# ---- block 1 ----
[src/rtl/pipe_stage_reg_if.sv]
// Valid/ready stream carrying a control field and a payload field between pipeline stages.
// The master drives valid/ctrl/data; the slave drives ready.
interface pipe_stage_reg_if #(
  parameter int CTRL_W = 8,
  parameter int DATA_W = 48
);
  logic              valid;
  logic              ready;
  logic [CTRL_W-1:0] ctrl;
  logic [DATA_W-1:0] data;

  modport master (output valid, output ctrl, output data, input ready);
  modport slave  (input valid, input ctrl, input data, output ready);
endinterface

[src/rtl/pipe_stage_reg.sv]
// Inter-stage pipeline register with valid/ready handshake, flush, bubble control zeroing,
// an optional skid entry for a registered in_ready, and a saturating bubble counter.
module pipe_stage_reg #(
  parameter int CTRL_W = 8,
  parameter int DATA_W = 48,
  parameter int SKID   = 1,
  parameter int CNT_W  = 16
) (
  input  logic              clk,
  input  logic              rst,
  input  logic              flush,
  input  logic              clr_cnt,
  pipe_stage_reg_if.slave   in_if,
  pipe_stage_reg_if.master  out_if,
  output logic [CNT_W-1:0]  bubble_cnt
);

  logic              main_valid_q, main_valid_d;
  logic [CTRL_W-1:0] main_ctrl_q,  main_ctrl_d;
  logic [DATA_W-1:0] main_data_q,  main_data_d;
  logic              skid_valid_q, skid_valid_d;
  logic [CTRL_W-1:0] skid_ctrl_q,  skid_ctrl_d;
  logic [DATA_W-1:0] skid_data_q,  skid_data_d;
  logic [CNT_W-1:0]  cnt_q,        cnt_d;

  logic in_ready;
  logic in_xfer;
  logic out_xfer;

  // With a skid entry, in_ready depends only on flop state, breaking the ready path.
  assign in_ready = (SKID != 0) ? ~skid_valid_q : (out_if.ready | ~main_valid_q);
  assign in_xfer  = in_if.valid & in_ready;
  assign out_xfer = main_valid_q & out_if.ready;

  assign in_if.ready  = in_ready;
  assign out_if.valid = main_valid_q;
  assign out_if.ctrl  = main_valid_q ? main_ctrl_q : '0;
  assign out_if.data  = main_data_q;
  assign bubble_cnt   = cnt_q;

  always_comb begin
    main_valid_d = main_valid_q;
    main_ctrl_d  = main_ctrl_q;
    main_data_d  = main_data_q;
    skid_valid_d = skid_valid_q;
    skid_ctrl_d  = skid_ctrl_q;
    skid_data_d  = skid_data_q;

    if (flush) begin
      main_valid_d = 1'b0;
      skid_valid_d = 1'b0;
    end else if (!main_valid_q || out_xfer) begin
      // Main is free this edge: the older skid entry always moves up before new input.
      if (skid_valid_q) begin
        main_valid_d = 1'b1;
        main_ctrl_d  = skid_ctrl_q;
        main_data_d  = skid_data_q;
        skid_valid_d = in_xfer;
        if (in_xfer) begin
          skid_ctrl_d = in_if.ctrl;
          skid_data_d = in_if.data;
        end
      end else begin
        main_valid_d = in_xfer;
        if (in_xfer) begin
          main_ctrl_d = in_if.ctrl;
          main_data_d = in_if.data;
        end
      end
    end else if (in_xfer && (SKID != 0)) begin
      skid_valid_d = 1'b1;
      skid_ctrl_d  = in_if.ctrl;
      skid_data_d  = in_if.data;
    end
  end

  always_comb begin
    cnt_d = cnt_q;
    if (clr_cnt) begin
      cnt_d = '0;
    end else if (!main_valid_q && (cnt_q != {CNT_W{1'b1}})) begin
      cnt_d = cnt_q + CNT_W'(1);
    end
  end

  always_ff @(posedge clk or posedge rst) begin
    if (rst) begin
      main_valid_q <= 1'b0;
      main_ctrl_q  <= '0;
      main_data_q  <= '0;
      skid_valid_q <= 1'b0;
      skid_ctrl_q  <= '0;
      skid_data_q  <= '0;
      cnt_q        <= '0;
    end else begin
      main_valid_q <= main_valid_d;
      main_ctrl_q  <= main_ctrl_d;
      main_data_q  <= main_data_d;
      skid_valid_q <= skid_valid_d;
      skid_ctrl_q  <= skid_ctrl_d;
      skid_data_q  <= skid_data_d;
      cnt_q        <= cnt_d;
    end
  end

endmodule

[src/flat_wrapper.sv]
// flat-port wrapper written by rule: the top's interface ports become plain ports
module pipe_stage_reg_flat 
#(
  parameter int CTRL_W = 8,
  parameter int DATA_W = 48,
  parameter int SKID   = 1,
  parameter int CNT_W  = 16
)
  (clk, rst, flush, clr_cnt, bubble_cnt, in_if_valid, in_if_ctrl, in_if_data, in_if_ready, out_if_valid, out_if_ctrl, out_if_data, out_if_ready);
  pipe_stage_reg_if #(.CTRL_W(CTRL_W), .DATA_W(DATA_W)) in_if_i ();
  pipe_stage_reg_if #(.CTRL_W(CTRL_W), .DATA_W(DATA_W)) out_if_i ();
  input  logic clk;
  input  logic rst;
  input  logic flush;
  input  logic clr_cnt;
  output logic [CNT_W-1:0] bubble_cnt;
  input wire logic [$bits(in_if_i.valid)-1:0] in_if_valid;
  input wire logic [$bits(in_if_i.ctrl)-1:0] in_if_ctrl;
  input wire logic [$bits(in_if_i.data)-1:0] in_if_data;
  output wire logic [$bits(in_if_i.ready)-1:0] in_if_ready;
  output wire logic [$bits(out_if_i.valid)-1:0] out_if_valid;
  output wire logic [$bits(out_if_i.ctrl)-1:0] out_if_ctrl;
  output wire logic [$bits(out_if_i.data)-1:0] out_if_data;
  input wire logic [$bits(out_if_i.ready)-1:0] out_if_ready;
  assign in_if_i.valid = in_if_valid;
  assign in_if_i.ctrl = in_if_ctrl;
  assign in_if_i.data = in_if_data;
  assign in_if_ready = in_if_i.ready;
  assign out_if_valid = out_if_i.valid;
  assign out_if_ctrl = out_if_i.ctrl;
  assign out_if_data = out_if_i.data;
  assign out_if_i.ready = out_if_ready;
  pipe_stage_reg #(.CTRL_W(CTRL_W), .DATA_W(DATA_W), .SKID(SKID), .CNT_W(CNT_W)) u_core (.clk(clk), .rst(rst), .flush(flush), .clr_cnt(clr_cnt), .in_if(in_if_i), .out_if(out_if_i), .bubble_cnt(bubble_cnt));
endmodule
[config.mk]
export PLATFORM = sky130hd
export DESIGN_NAME = pipe_stage_reg_flat
export DESIGN_NICKNAME = d
export VERILOG_FILES = /design/src/rtl/pipe_stage_reg_if.sv /design/src/rtl/pipe_stage_reg.sv /design/src/flat_wrapper.sv
export SDC_FILE = /design/constraint.sdc
export NUM_CORES = 1
export LEC_CHECK = 0
export ABC_AREA = 1
export CAP_MARGIN = 20
export CORE_ASPECT_RATIO = 0.5
export CORE_MARGIN = 8
export CORE_UTILIZATION = 50
export CTS_BUF_LIST = sky130_fd_sc_hd__clkbuf_8
export CTS_CLUSTER_SIZE = 28
export DETAILED_ROUTE_END_ITERATION = 8
export HOLD_SLACK_MARGIN = 0.03
export PLACE_DENSITY = 0.8
export SETUP_SLACK_MARGIN = 0.15
export SLEW_MARGIN = 20
export SYNTH_ARGS = -nofsm -noshare
export SYNTH_HDL_FRONTEND = slang
export SYNTH_SLANG_ARGS = --single-unit
[constraint.sdc]
create_clock -name clk -period 5 [get_ports clk]
set_input_delay 1 -clock clk [delete_from_list [all_inputs] [get_ports clk]]
set_output_delay 1 -clock clk [all_outputs]
set_load 0.02 [all_outputs]
# ---- block 2 ----
### src/rtl/cic_pkg.sv
// Shared definitions for the CIC decimator.
// Holds the width helpers used to size the counter and accumulators, and the
// signed codes that a 1-bit PDM stream is mapped to before integration.
package cic_pkg;

  // Bitstream mapping: a '1' contributes +1 and a '0' contributes -1.
  localparam logic signed [1:0] CIC_BIT_POS = 2'sb01;
  localparam logic signed [1:0] CIC_BIT_NEG = 2'sb11;

  // Ceiling log2, with a minimum result of 0.
  function automatic int clog2(input int value);
    int r;
    r = 0;
    for (int i = 0; i < 31; i++) begin
      if ((32'sd1 << r) < value) begin
        r = r + 1;
      end else begin
        r = r;
      end
    end
    return r;
  endfunction

  // Accumulator width that keeps the full CIC gain R^N without loss.
  function automatic int cic_acc_w(input int order, input int ratio, input int in_w);
    int in_eff;
    in_eff = (in_w == 1) ? 2 : in_w;
    return in_eff + order * clog2(ratio);
  endfunction

endpackage

### src/rtl/cic_comb_stage.sv
// One differentiator (comb) stage of the CIC decimator.
// A token marks the cycle in which x_i carries a fresh decimated value; only
// then does the stage compute y = x - x_prev and remember x. The token and the
// result are both registered, so each stage adds exactly one clock of latency.
// Ports:
//   clk, rst_n : clock and asynchronous active-low reset
//   x_i, tok_i : incoming value and its token
//   y_o, tok_o : registered difference and token, one cycle later
module cic_comb_stage
  import cic_pkg::*;
#(
  parameter int ACC_W = 20
) (
  input  logic             clk,
  input  logic             rst_n,
  input  logic [ACC_W-1:0] x_i,
  input  logic             tok_i,
  output logic [ACC_W-1:0] y_o,
  output logic             tok_o
);

  logic [ACC_W-1:0] prev_q, prev_d;
  logic [ACC_W-1:0] y_q, y_d;
  logic             tok_q;

  // Next-state: differentiate and update the delay only when the token is here.
  always_comb begin
    prev_d = prev_q;
    y_d    = y_q;
    if (tok_i) begin
      y_d    = x_i - prev_q;
      prev_d = x_i;
    end else begin
      y_d    = y_q;
      prev_d = prev_q;
    end
  end

  // State registers; the token always moves on so it never stalls.
  always_ff @(posedge clk or negedge rst_n) begin
    if (!rst_n) begin
      prev_q <= {ACC_W{1'b0}};
      y_q    <= {ACC_W{1'b0}};
      tok_q  <= 1'b0;
    end else begin
      prev_q <= prev_d;
      y_q    <= y_d;
      tok_q  <= tok_i;
    end
  end

  assign y_o   = y_q;
  assign tok_o = tok_q;

endmodule

### src/rtl/cic_decimator_n.sv
// Parametrised N-stage CIC decimator, single clock domain.
// Integrators run on accepted input samples; every DEC_RATIO-th sample the
// last integrator is captured and a token carries it through ORDER comb
// stages and a final output register (ORDER+1 clocks after the tick).
// Optional build macro: CIC_ROUND_EN (round half up instead of truncating
// when the accumulator is wider than the output).
// Ports:
//   clk       : sample clock
//   rst       : asynchronous active-low reset
//   in_valid  : input strobe, integrators/counter advance only when high
//   in        : input sample (1-bit PDM or two's complement)
//   out_valid : one-cycle pulse on each new output
//   out       : decimated output, held between pulses
//   dec_phase : decimation counter value
module cic_decimator_n
  import cic_pkg::*;
#(
  parameter int ORDER     = 3,
  parameter int DEC_RATIO = 64,
  parameter int IN_W      = 1,
  parameter int OUT_W     = 24
) (
  input  logic                        clk,
  input  logic                        rst,
  input  logic                        in_valid,
  input  logic [IN_W-1:0]             in,
  output logic                        out_valid,
  output logic [OUT_W-1:0]            out,
  output logic [clog2(DEC_RATIO)-1:0] dec_phase
);

  localparam int CNT_W = clog2(DEC_RATIO);
  localparam int ACC_W = cic_acc_w(ORDER, DEC_RATIO, IN_W);
  localparam logic [CNT_W-1:0] CNT_LAST = CNT_W'(DEC_RATIO - 1);

  logic [ACC_W-1:0] in_ext_s;
  logic [ACC_W-1:0] integ_q [ORDER];
  logic [ACC_W-1:0] integ_d [ORDER];
  logic [CNT_W-1:0] cnt_q, cnt_d;
  logic             tick_s;
  logic [ACC_W-1:0] dec_q, dec_d;
  logic             tok_q;
  logic [ACC_W-1:0] comb_x [ORDER+1];
  logic             comb_t [ORDER+1];
  logic [OUT_W-1:0] scaled_s;
  logic [OUT_W-1:0] out_q, out_d;
  logic             out_valid_q;

  // Map the input to a sign-extended accumulator-width value.
  if (IN_W == 1) begin : g_bit_in
    assign in_ext_s = in[0] ? {{(ACC_W-2){CIC_BIT_POS[1]}}, CIC_BIT_POS}
                            : {{(ACC_W-2){CIC_BIT_NEG[1]}}, CIC_BIT_NEG};
  end else begin : g_word_in
    assign in_ext_s = {{(ACC_W-IN_W){in[IN_W-1]}}, in};
  end

  assign tick_s = in_valid && (cnt_q == CNT_LAST);

  // Next-state for integrators, counter and decimation capture. Each stage
  // adds the previous stage's registered value; wrap-around is intentional.
  always_comb begin
    for (int k = 0; k < ORDER; k++) begin
      integ_d[k] = integ_q[k];
    end
    cnt_d = cnt_q;
    if (in_valid) begin
      integ_d[0] = integ_q[0] + in_ext_s;
      for (int k = 1; k < ORDER; k++) begin
        integ_d[k] = integ_q[k] + integ_q[k-1];
      end
      cnt_d = (cnt_q == CNT_LAST) ? {CNT_W{1'b0}} : cnt_q + {{(CNT_W-1){1'b0}}, 1'b1};
    end else begin
      cnt_d = cnt_q;
    end
    dec_d = tick_s ? integ_q[ORDER-1] : dec_q;
  end

  // Integrator, counter and decimation registers.
  always_ff @(posedge clk or negedge rst) begin
    if (!rst) begin
      for (int k = 0; k < ORDER; k++) begin
        integ_q[k] <= {ACC_W{1'b0}};
      end
      cnt_q <= {CNT_W{1'b0}};
      dec_q <= {ACC_W{1'b0}};
      tok_q <= 1'b0;
    end else begin
      for (int k = 0; k < ORDER; k++) begin
        integ_q[k] <= integ_d[k];
      end
      cnt_q <= cnt_d;
      dec_q <= dec_d;
      tok_q <= tick_s;
    end
  end

  assign comb_x[0] = dec_q;
  assign comb_t[0] = tok_q;

  for (genvar g = 0; g < ORDER; g++) begin : g_comb
    cic_comb_stage #(.ACC_W(ACC_W)) u_comb (
      .clk   (clk),
      .rst_n (rst),
      .x_i   (comb_x[g]),
      .tok_i (comb_t[g]),
      .y_o   (comb_x[g+1]),
      .tok_o (comb_t[g+1])
    );
  end

  // Scale the comb result to the output width (keep the MSBs when narrowing).
  if (ACC_W > OUT_W) begin : g_narrow
`ifdef CIC_ROUND_EN
    localparam logic [ACC_W-1:0] HALF = {{(ACC_W-1){1'b0}}, 1'b1} << (ACC_W - OUT_W - 1);
    logic [ACC_W-1:0] rounded_s;
    assign rounded_s = comb_x[ORDER] + HALF;
    assign scaled_s  = rounded_s[ACC_W-1 -: OUT_W];
`else
    assign scaled_s = comb_x[ORDER][ACC_W-1 -: OUT_W];
`endif
  end else if (ACC_W == OUT_W) begin : g_equal
    assign scaled_s = comb_x[ORDER];
  end else begin : g_widen
    assign scaled_s = {{(OUT_W-ACC_W){comb_x[ORDER][ACC_W-1]}}, comb_x[ORDER]};
  end

  // Output hold value: load only when the token leaves the last comb stage.
  always_comb begin
    if (comb_t[ORDER]) begin
      out_d = scaled_s;
    end else begin
      out_d = out_q;
    end
  end

  // Output registers.
  always_ff @(posedge clk or negedge rst) begin
    if (!rst) begin
      out_q       <= {OUT_W{1'b0}};
      out_valid_q <= 1'b0;
    end else begin
      out_q       <= out_d;
      out_valid_q <= comb_t[ORDER];
    end
  end

  assign out       = out_q;
  assign out_valid = out_valid_q;
  assign dec_phase = cnt_q;

endmodule

### config.mk
export PLATFORM = sky130hd
export DESIGN_NAME = cic_decimator_n
export DESIGN_NICKNAME = d
export VERILOG_FILES = /design/src/rtl/cic_pkg.sv /design/src/rtl/cic_comb_stage.sv /design/src/rtl/cic_decimator_n.sv
export SDC_FILE = /design/constraint.sdc
export NUM_CORES = 1
export LEC_CHECK = 0
export ABC_AREA = 1
export CAP_MARGIN = 10
export CELL_PAD_IN_SITES_DETAIL_PLACEMENT = 1
export CELL_PAD_IN_SITES_GLOBAL_PLACEMENT = 1
export CORE_ASPECT_RATIO = 0.7
export CORE_UTILIZATION = 47
export DETAILED_ROUTE_END_ITERATION = 16
export GPL_TIMING_DRIVEN = 0
export PLACE_DENSITY = 0.91
export SYNTH_ARGS = -nofsm -noshare
export SYNTH_HDL_FRONTEND = slang
export SYNTH_SLANG_ARGS = --single-unit
export TNS_END_PERCENT = 5
### constraint.sdc
create_clock -name clk -period 2.5 [get_ports clk]
set_input_delay 0.5 -clock clk [delete_from_list [all_inputs] [get_ports clk]]
set_output_delay 0.5 -clock clk [all_outputs]
set_load 0.01 [all_outputs]

==> layout pictures side by side <==
Drive-strength map.
panel A
(4 px per µm)
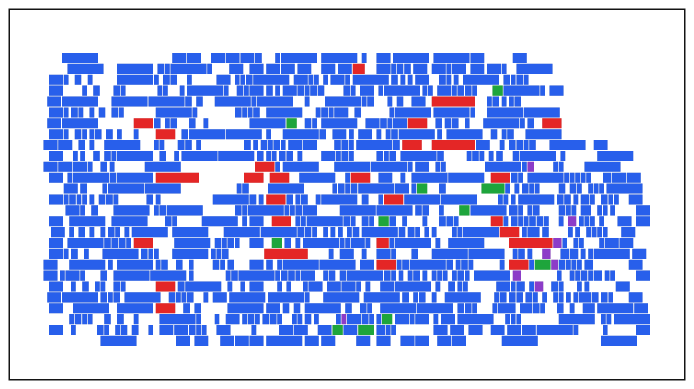
panel B
(2 px per µm)
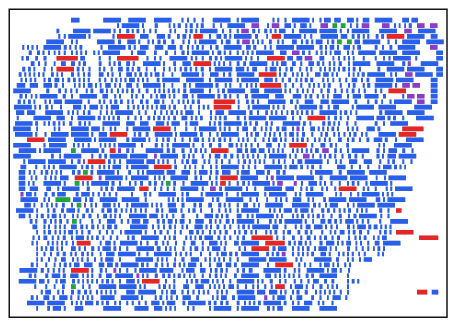
| from | picture |
|---|---|
| block 2 | panel B |
| block 1 | panel A |
Of these, largest die: panel B

Key to panel B:
Blue marks x1 and smaller, cells 2168, share 96%. Purple marks x2, cells 37, share 1.6%. Green marks x3 and x4, cells 12, share 0.53%. Red marks x6 and larger, cells 42, share 1.9%.

**Block 1: cell placement**

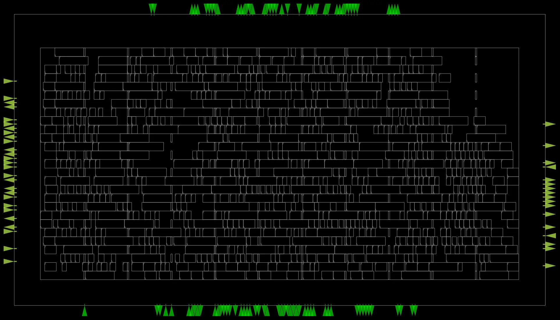
Core Box Area: 11100 µm²
Final Non-Filler Cells: 996
flop share of the area: 0.423
tapcell count: 145
Final Core Density: 0.690

==> out/metrics.cfg, block 1 <==
[die]
die_height_um = 92.2
initial_core_util = 0.521
io_pins = 136
dieArea_um2 = 15500
std_cell_rows = 27

[layout]
buf_share = 0.180
stdcell_area_um2 = 7690
ff_count = 130
area_growth_syn_to_layout_pct = 32.3

[detailed_routing]
wl_met2_um = 6950
wl_per_cell_um = 13.8
final_antenna_net_count = 0

[worst_setup_path]
path_cells = nand2_1 > inv_1 > clkdlybuf4s50_1
worstRegToRegCells = 5
cp-end-kind = primary output

[clock_tree]
cts_hold_buffers = 0
clock_tree.buffer_depth = 2
numCtsBuffers = 17

[synthesis]
synth-seq-cells = 130

[outcome]
status = completed

[placed_design]
post-dp-hpwl_um = 9040

[worst_hold_path]
hold_class = flip-flop to flip-flop

[global_route]
gr-total-overflow = 0

[sta]
finalHoldViolations = 0

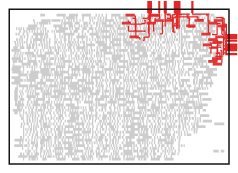
**Above:** block 2 (port wiring).
(1 px per µm)
Red marks `out`, bits 24, direction output, end cells 20, buffers 28, wire 791 µm.
Buffers on Ports: 33
# IOs: 35

==> out/metrics.cfg, block 2 <==
[layout]
final_cells = 2679
area_growth_syn_to_layout_pct = 12.3
final-seq-area_um2 = 5780

[synthesis]
ys_seq_frac = 0.376
largest_area_cell = dfrtp_1
ys_top_logic_family = simple AND/OR/NAND/NOR gates

[worst_setup_path]
arrival_ns = 2.81
endpoint = g_comb[0].u_comb.y_o[18]
max_stage_delay_ns = 0.42

[detailed_routing]
first_iter_violations = 1099
vias = 14800

[global_route]
grt_max_degree = 106

[outcome]
status = completed

[die]
initial_core_util = 0.485

[clock_tree]
cts_resized = 1
cts_setup_buffers = 2

[placed_design]
pre_cts_ws_ns = -0.631

[sta]
skew_ns = 0.0240
rsz0062_at_grt = false
finalHoldViolations = 0


# ---- block 3 ----
===== src/rtl/thermal_pkg.sv =====
// rtl/thermal_pkg.sv - shared types, pixel width and saturation helper for the thermal path
package thermal_pkg;

   // Pixel width shared with data_normalizer
   localparam int PIX_W = 16;

   typedef enum logic [1:0] {
      IDLE    = 2'd0,
      CAPTURE = 2'd1,
      FINISH  = 2'd2
   } t_tracker_states;

   // Clamp a signed value into the two's complement range of a w-bit word (w <= 31)
   function automatic logic signed [31:0] sat_signed(input logic signed [31:0] v, input int w);
      logic signed [31:0] hi;
      logic signed [31:0] lo;
      hi = (32'sd1 <<< (w - 1)) - 32'sd1;
      lo = -(32'sd1 <<< (w - 1));
      if (v > hi)
         sat_signed = hi;
      else if (v < lo)
         sat_signed = lo;
      else
         sat_signed = v;
   endfunction

endpackage


===== src/rtl/minmax_tracker.sv =====
// rtl/minmax_tracker.sv - signed per-frame min/max registers and range compute; FRAME_RANGE_TRACKER_MIN_RANGE_EN widens flat-scene windows
import thermal_pkg::*;

module minmax_tracker #(
   parameter int DATAW     = PIX_W,
   parameter int MIN_RANGE = 16
) (
   input  logic             i_clk,
   input  logic             i_rst_n,
   input  logic             i_load,
   input  logic             i_update,
   input  logic [DATAW-1:0] i_data,
   output logic [DATAW-1:0] o_min,
   output logic [DATAW-1:0] o_range
);

   logic signed [DATAW-1:0] min_q;
   logic signed [DATAW-1:0] max_q;
   logic signed [DATAW:0]   diff;
   logic signed [31:0]      diff32;
   logic signed [31:0]      range_sat32;
   logic [DATAW-1:0]        range_nz;
   logic                    sat_unused;

   // Load both trackers on the first pixel, otherwise widen toward each new pixel
   always_ff @(posedge i_clk) begin
      if (!i_rst_n) begin
         min_q <= '0;
         max_q <= '0;
      end else if (i_load) begin
         min_q <= $signed(i_data);
         max_q <= $signed(i_data);
      end else if (i_update) begin
         if ($signed(i_data) < min_q)
            min_q <= $signed(i_data);
         if ($signed(i_data) > max_q)
            max_q <= $signed(i_data);
      end
   end

`ifdef FRAME_RANGE_TRACKER_MIN_RANGE_EN
   logic signed [31:0] min_adj32;

   // Range one bit wider than a pixel, clamped, never zero; narrow windows are widened and recentred
   always_comb begin
      diff        = {max_q[DATAW-1], max_q} - {min_q[DATAW-1], min_q};
      diff32      = 32'(diff);
      range_sat32 = sat_signed(diff32, DATAW);
      range_nz    = (range_sat32 == 32'sd0) ? DATAW'(1) : range_sat32[DATAW-1:0];
      min_adj32   = 32'(min_q);
      o_min       = min_q;
      o_range     = range_nz;
      if (diff32 < 32'(MIN_RANGE)) begin
         min_adj32 = sat_signed(32'(min_q) - ((32'(MIN_RANGE) - diff32) >>> 1), DATAW);
         o_min     = min_adj32[DATAW-1:0];
         o_range   = DATAW'(MIN_RANGE);
      end
   end

   assign sat_unused = ^{range_sat32[31:DATAW], min_adj32[31:DATAW]};
`else
   localparam int MIN_RANGE_UNUSED = MIN_RANGE;

   // Range one bit wider than a pixel, clamped to the positive maximum, never zero
   always_comb begin
      diff        = {max_q[DATAW-1], max_q} - {min_q[DATAW-1], min_q};
      diff32      = 32'(diff);
      range_sat32 = sat_signed(diff32, DATAW);
      range_nz    = (range_sat32 == 32'sd0) ? DATAW'(1) : range_sat32[DATAW-1:0];
      o_min       = min_q;
      o_range     = range_nz;
   end

   assign sat_unused = ^range_sat32[31:DATAW];
`endif

endmodule


===== src/rtl/frame_range_tracker.sv =====
// rtl/frame_range_tracker.sv - frame buffer writer with per-frame min/range and normalizer start; option FRAME_RANGE_TRACKER_MIN_RANGE_EN
import thermal_pkg::*;

module frame_range_tracker #(
   parameter int  DATAW     = PIX_W,
   parameter int  MAX_ADDR  = 768,
   parameter int  MIN_RANGE = 16,
   localparam int ADDRW     = $clog2(MAX_ADDR)
) (
   input  logic             i_clk,
   input  logic             i_rst_n,
   input  logic             i_valid,
   input  logic             i_sof,
   input  logic [DATAW-1:0] i_data,
   input  logic             i_norm_busy,
   output logic             o_wr_valid,
   output logic [ADDRW-1:0] o_wr_addr,
   output logic [DATAW-1:0] o_wr_data,
   output logic [DATAW-1:0] o_min,
   output logic [DATAW-1:0] o_range,
   output logic             o_start,
   output logic             o_dropped
);

   t_tracker_states  state_q;
   logic [ADDRW-1:0] addr_q;
   logic [ADDRW-1:0] addr_d;
   logic             sof_hit;
   logic             accept_d;
   logic             drop_d;
   logic             load_d;
   logic             update_d;
   logic             last_d;
   logic             drop_pend_q;
   logic             wr_valid_q;
   logic [ADDRW-1:0] wr_addr_q;
   logic [DATAW-1:0] wr_data_q;
   logic [DATAW-1:0] min_q;
   logic [DATAW-1:0] range_q;
   logic             start_q;
   logic             dropped_q;
   logic [DATAW-1:0] res_min;
   logic [DATAW-1:0] res_range;

   // Decide whether this cycle's pixel is written, starts a frame or drops one
   always_comb begin
      sof_hit  = i_valid & i_sof;
      accept_d = 1'b0;
      drop_d   = 1'b0;
      addr_d   = addr_q;
      if (sof_hit) begin
         addr_d = '0;
         if (i_norm_busy)
            drop_d = 1'b1;
         else
            accept_d = 1'b1;
      end else if (i_valid && state_q == CAPTURE) begin
         accept_d = 1'b1;
      end
      load_d   = accept_d & sof_hit;
      update_d = accept_d & ~sof_hit;
      last_d   = (addr_d == ADDRW'(MAX_ADDR - 1));
   end

   minmax_tracker #(
      .DATAW     (DATAW),
      .MIN_RANGE (MIN_RANGE)
   ) u_minmax (
      .i_clk    (i_clk),
      .i_rst_n  (i_rst_n),
      .i_load   (load_d),
      .i_update (update_d),
      .i_data   (i_data),
      .o_min    (res_min),
      .o_range  (res_range)
   );

   // Frame FSM with registered write port, results and status pulses.
   // A drop decided in FINISH is deferred a cycle so it never coincides with o_start.
   always_ff @(posedge i_clk) begin
      if (!i_rst_n) begin
         state_q     <= IDLE;
         addr_q      <= '0;
         drop_pend_q <= 1'b0;
         wr_valid_q  <= 1'b0;
         wr_addr_q   <= '0;
         wr_data_q   <= '0;
         min_q       <= '0;
         range_q     <= '0;
         start_q     <= 1'b0;
         dropped_q   <= 1'b0;
      end else begin
         wr_valid_q <= accept_d;
         if (accept_d) begin
            wr_addr_q <= addr_d;
            wr_data_q <= i_data;
         end

         start_q     <= (state_q == FINISH);
         drop_pend_q <= drop_d & (state_q == FINISH);
         dropped_q   <= (drop_d & (state_q != FINISH)) | drop_pend_q;
         if (state_q == FINISH) begin
            min_q   <= res_min;
            range_q <= res_range;
         end

         if (accept_d) begin
            state_q <= last_d ? FINISH : CAPTURE;
            addr_q  <= last_d ? '0 : addr_d + ADDRW'(1);
         end else if (drop_d) begin
            state_q <= IDLE;
            addr_q  <= '0;
         end else if (state_q == FINISH) begin
            state_q <= IDLE;
         end
      end
   end

   assign o_wr_valid = wr_valid_q;
   assign o_wr_addr  = wr_addr_q;
   assign o_wr_data  = wr_data_q;
   assign o_min      = min_q;
   assign o_range    = range_q;
   assign o_start    = start_q;
   assign o_dropped  = dropped_q;

endmodule


===== config.mk =====
export PLATFORM = sky130hd
export DESIGN_NAME = frame_range_tracker
export DESIGN_NICKNAME = d
export VERILOG_FILES = /design/src/rtl/thermal_pkg.sv /design/src/rtl/minmax_tracker.sv /design/src/rtl/frame_range_tracker.sv
export SDC_FILE = /design/constraint.sdc
export NUM_CORES = 1
export LEC_CHECK = 0
export CORE_ASPECT_RATIO = 0.5
export CORE_UTILIZATION = 42
export CTS_CLUSTER_SIZE = 24
export DETAILED_ROUTE_END_ITERATION = 12
export HOLD_SLACK_MARGIN = 0.15
export PLACE_DENSITY = 0.66
export SETUP_SLACK_MARGIN = 0.5
export SYNTH_ARGS = -nofsm -noshare
export SYNTH_HDL_FRONTEND = slang
export SYNTH_SLANG_ARGS = --single-unit

===== constraint.sdc =====
create_clock -name i_clk -period 2.5 [get_ports i_clk]
set_input_delay 0.25 -clock i_clk [delete_from_list [all_inputs] [get_ports i_clk]]
set_output_delay 0.25 -clock i_clk [all_outputs]
set_load 0.005 [all_outputs]

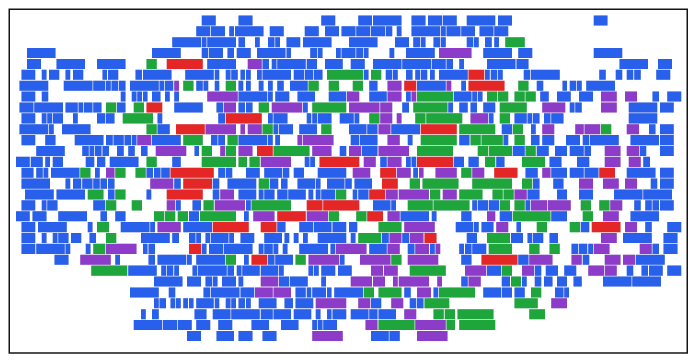
**Above:** block 3 (drive-strength map).
(4 px per µm)
Green marks x3 and x4, cells 116, share 14%. Blue marks x1 and smaller, cells 580, share 69%. Purple marks x2, cells 118, share 14%. Red marks x6 and larger, cells 30, share 3.6%.
post-route design area: 8510 µm²
Synth-to-Final Area Change: 45.0%
final critical-path setup slack: 0.0311 ns
bufs w/o clock: 167

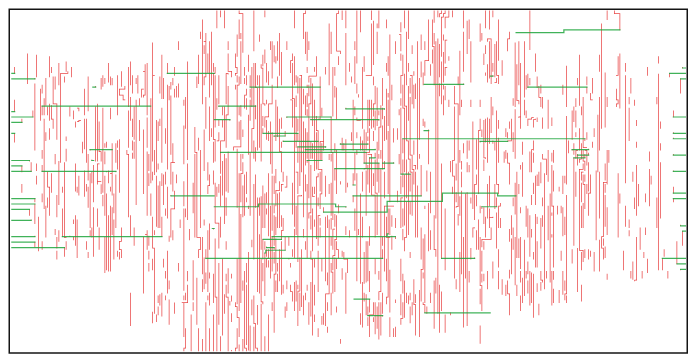
**Above:** block 3 (routed metal, one color a layer).
(4 px per µm) Two of the layers only.
Green marks M3, wire length 736 µm. Red marks M2, wire length 7630 µm.
All-Layer GR Usage: 0.233
Routed WL: 17000 µm
drt wl/cell: 16.4 µm
vias: 5577

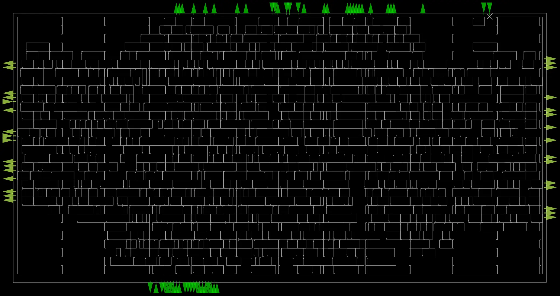
**Above:** block 3 (cell placement).
flop share of the area: 0.254
tapcell count: 192

==> out/metrics.cfg <==
[detailed_routing]
routed_via_density = 5.38
drc = 2

[clock_tree]
clock_tree.buffer_depth = 2

[outcome]
status = finished with violations
failed_checks = design-rule violations

[die]
die_height_um = 85.6
initial_core_util = 0.432

[sta]
setup_viol = 0
fin_setup_tns_ns = 0

[layout]
final_core_util = 0.626
final_cells = 1036

[power]
p_clk_mw = 1.51
pwr-share-comb = 0.284
sw_frac_of_total = 0.303

[global_route]
grt_antenna_before_repair = 0

[synthesis]
ys_seq_frac = 0.362

[run]
warnings = 29



==> notes/layouts.md <==
Pictures saved along the way, in no particular order.

Pin map.
(a)
(4 px per µm) Pins as bars across the die edge, other pins in gray.
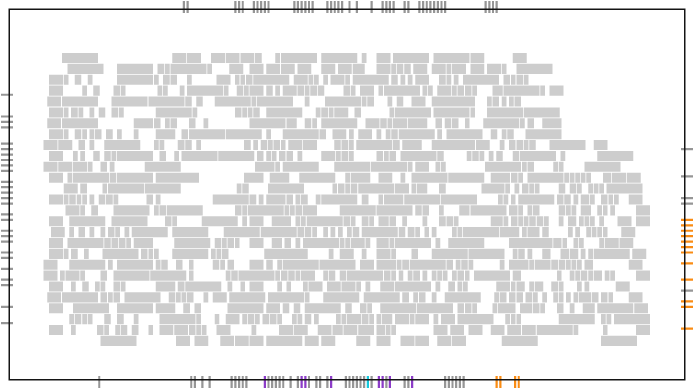
(b)
(2 px per µm) Pins as bars across the die edge, other pins in gray.
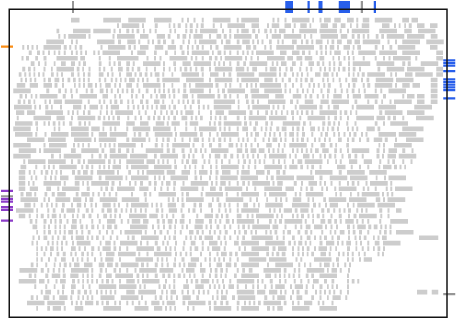
(c)
(4 px per µm) Pins as bars across the die edge, other pins in gray.
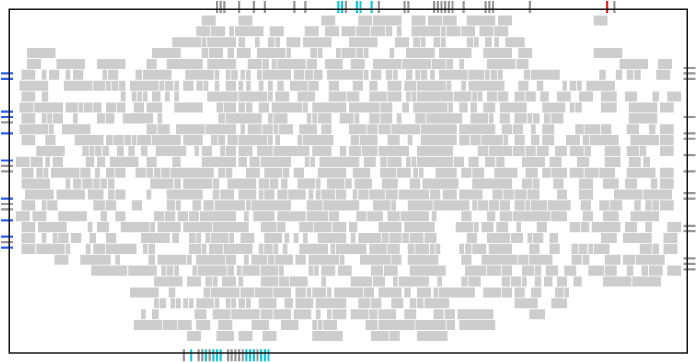
- block 2 = (b)
- block 3 = (c)
- block 1 = (a)
The one with the fewest pins is (b).
The one with the largest die is (b).

Power is estimated from default activity; no workload was simulated.
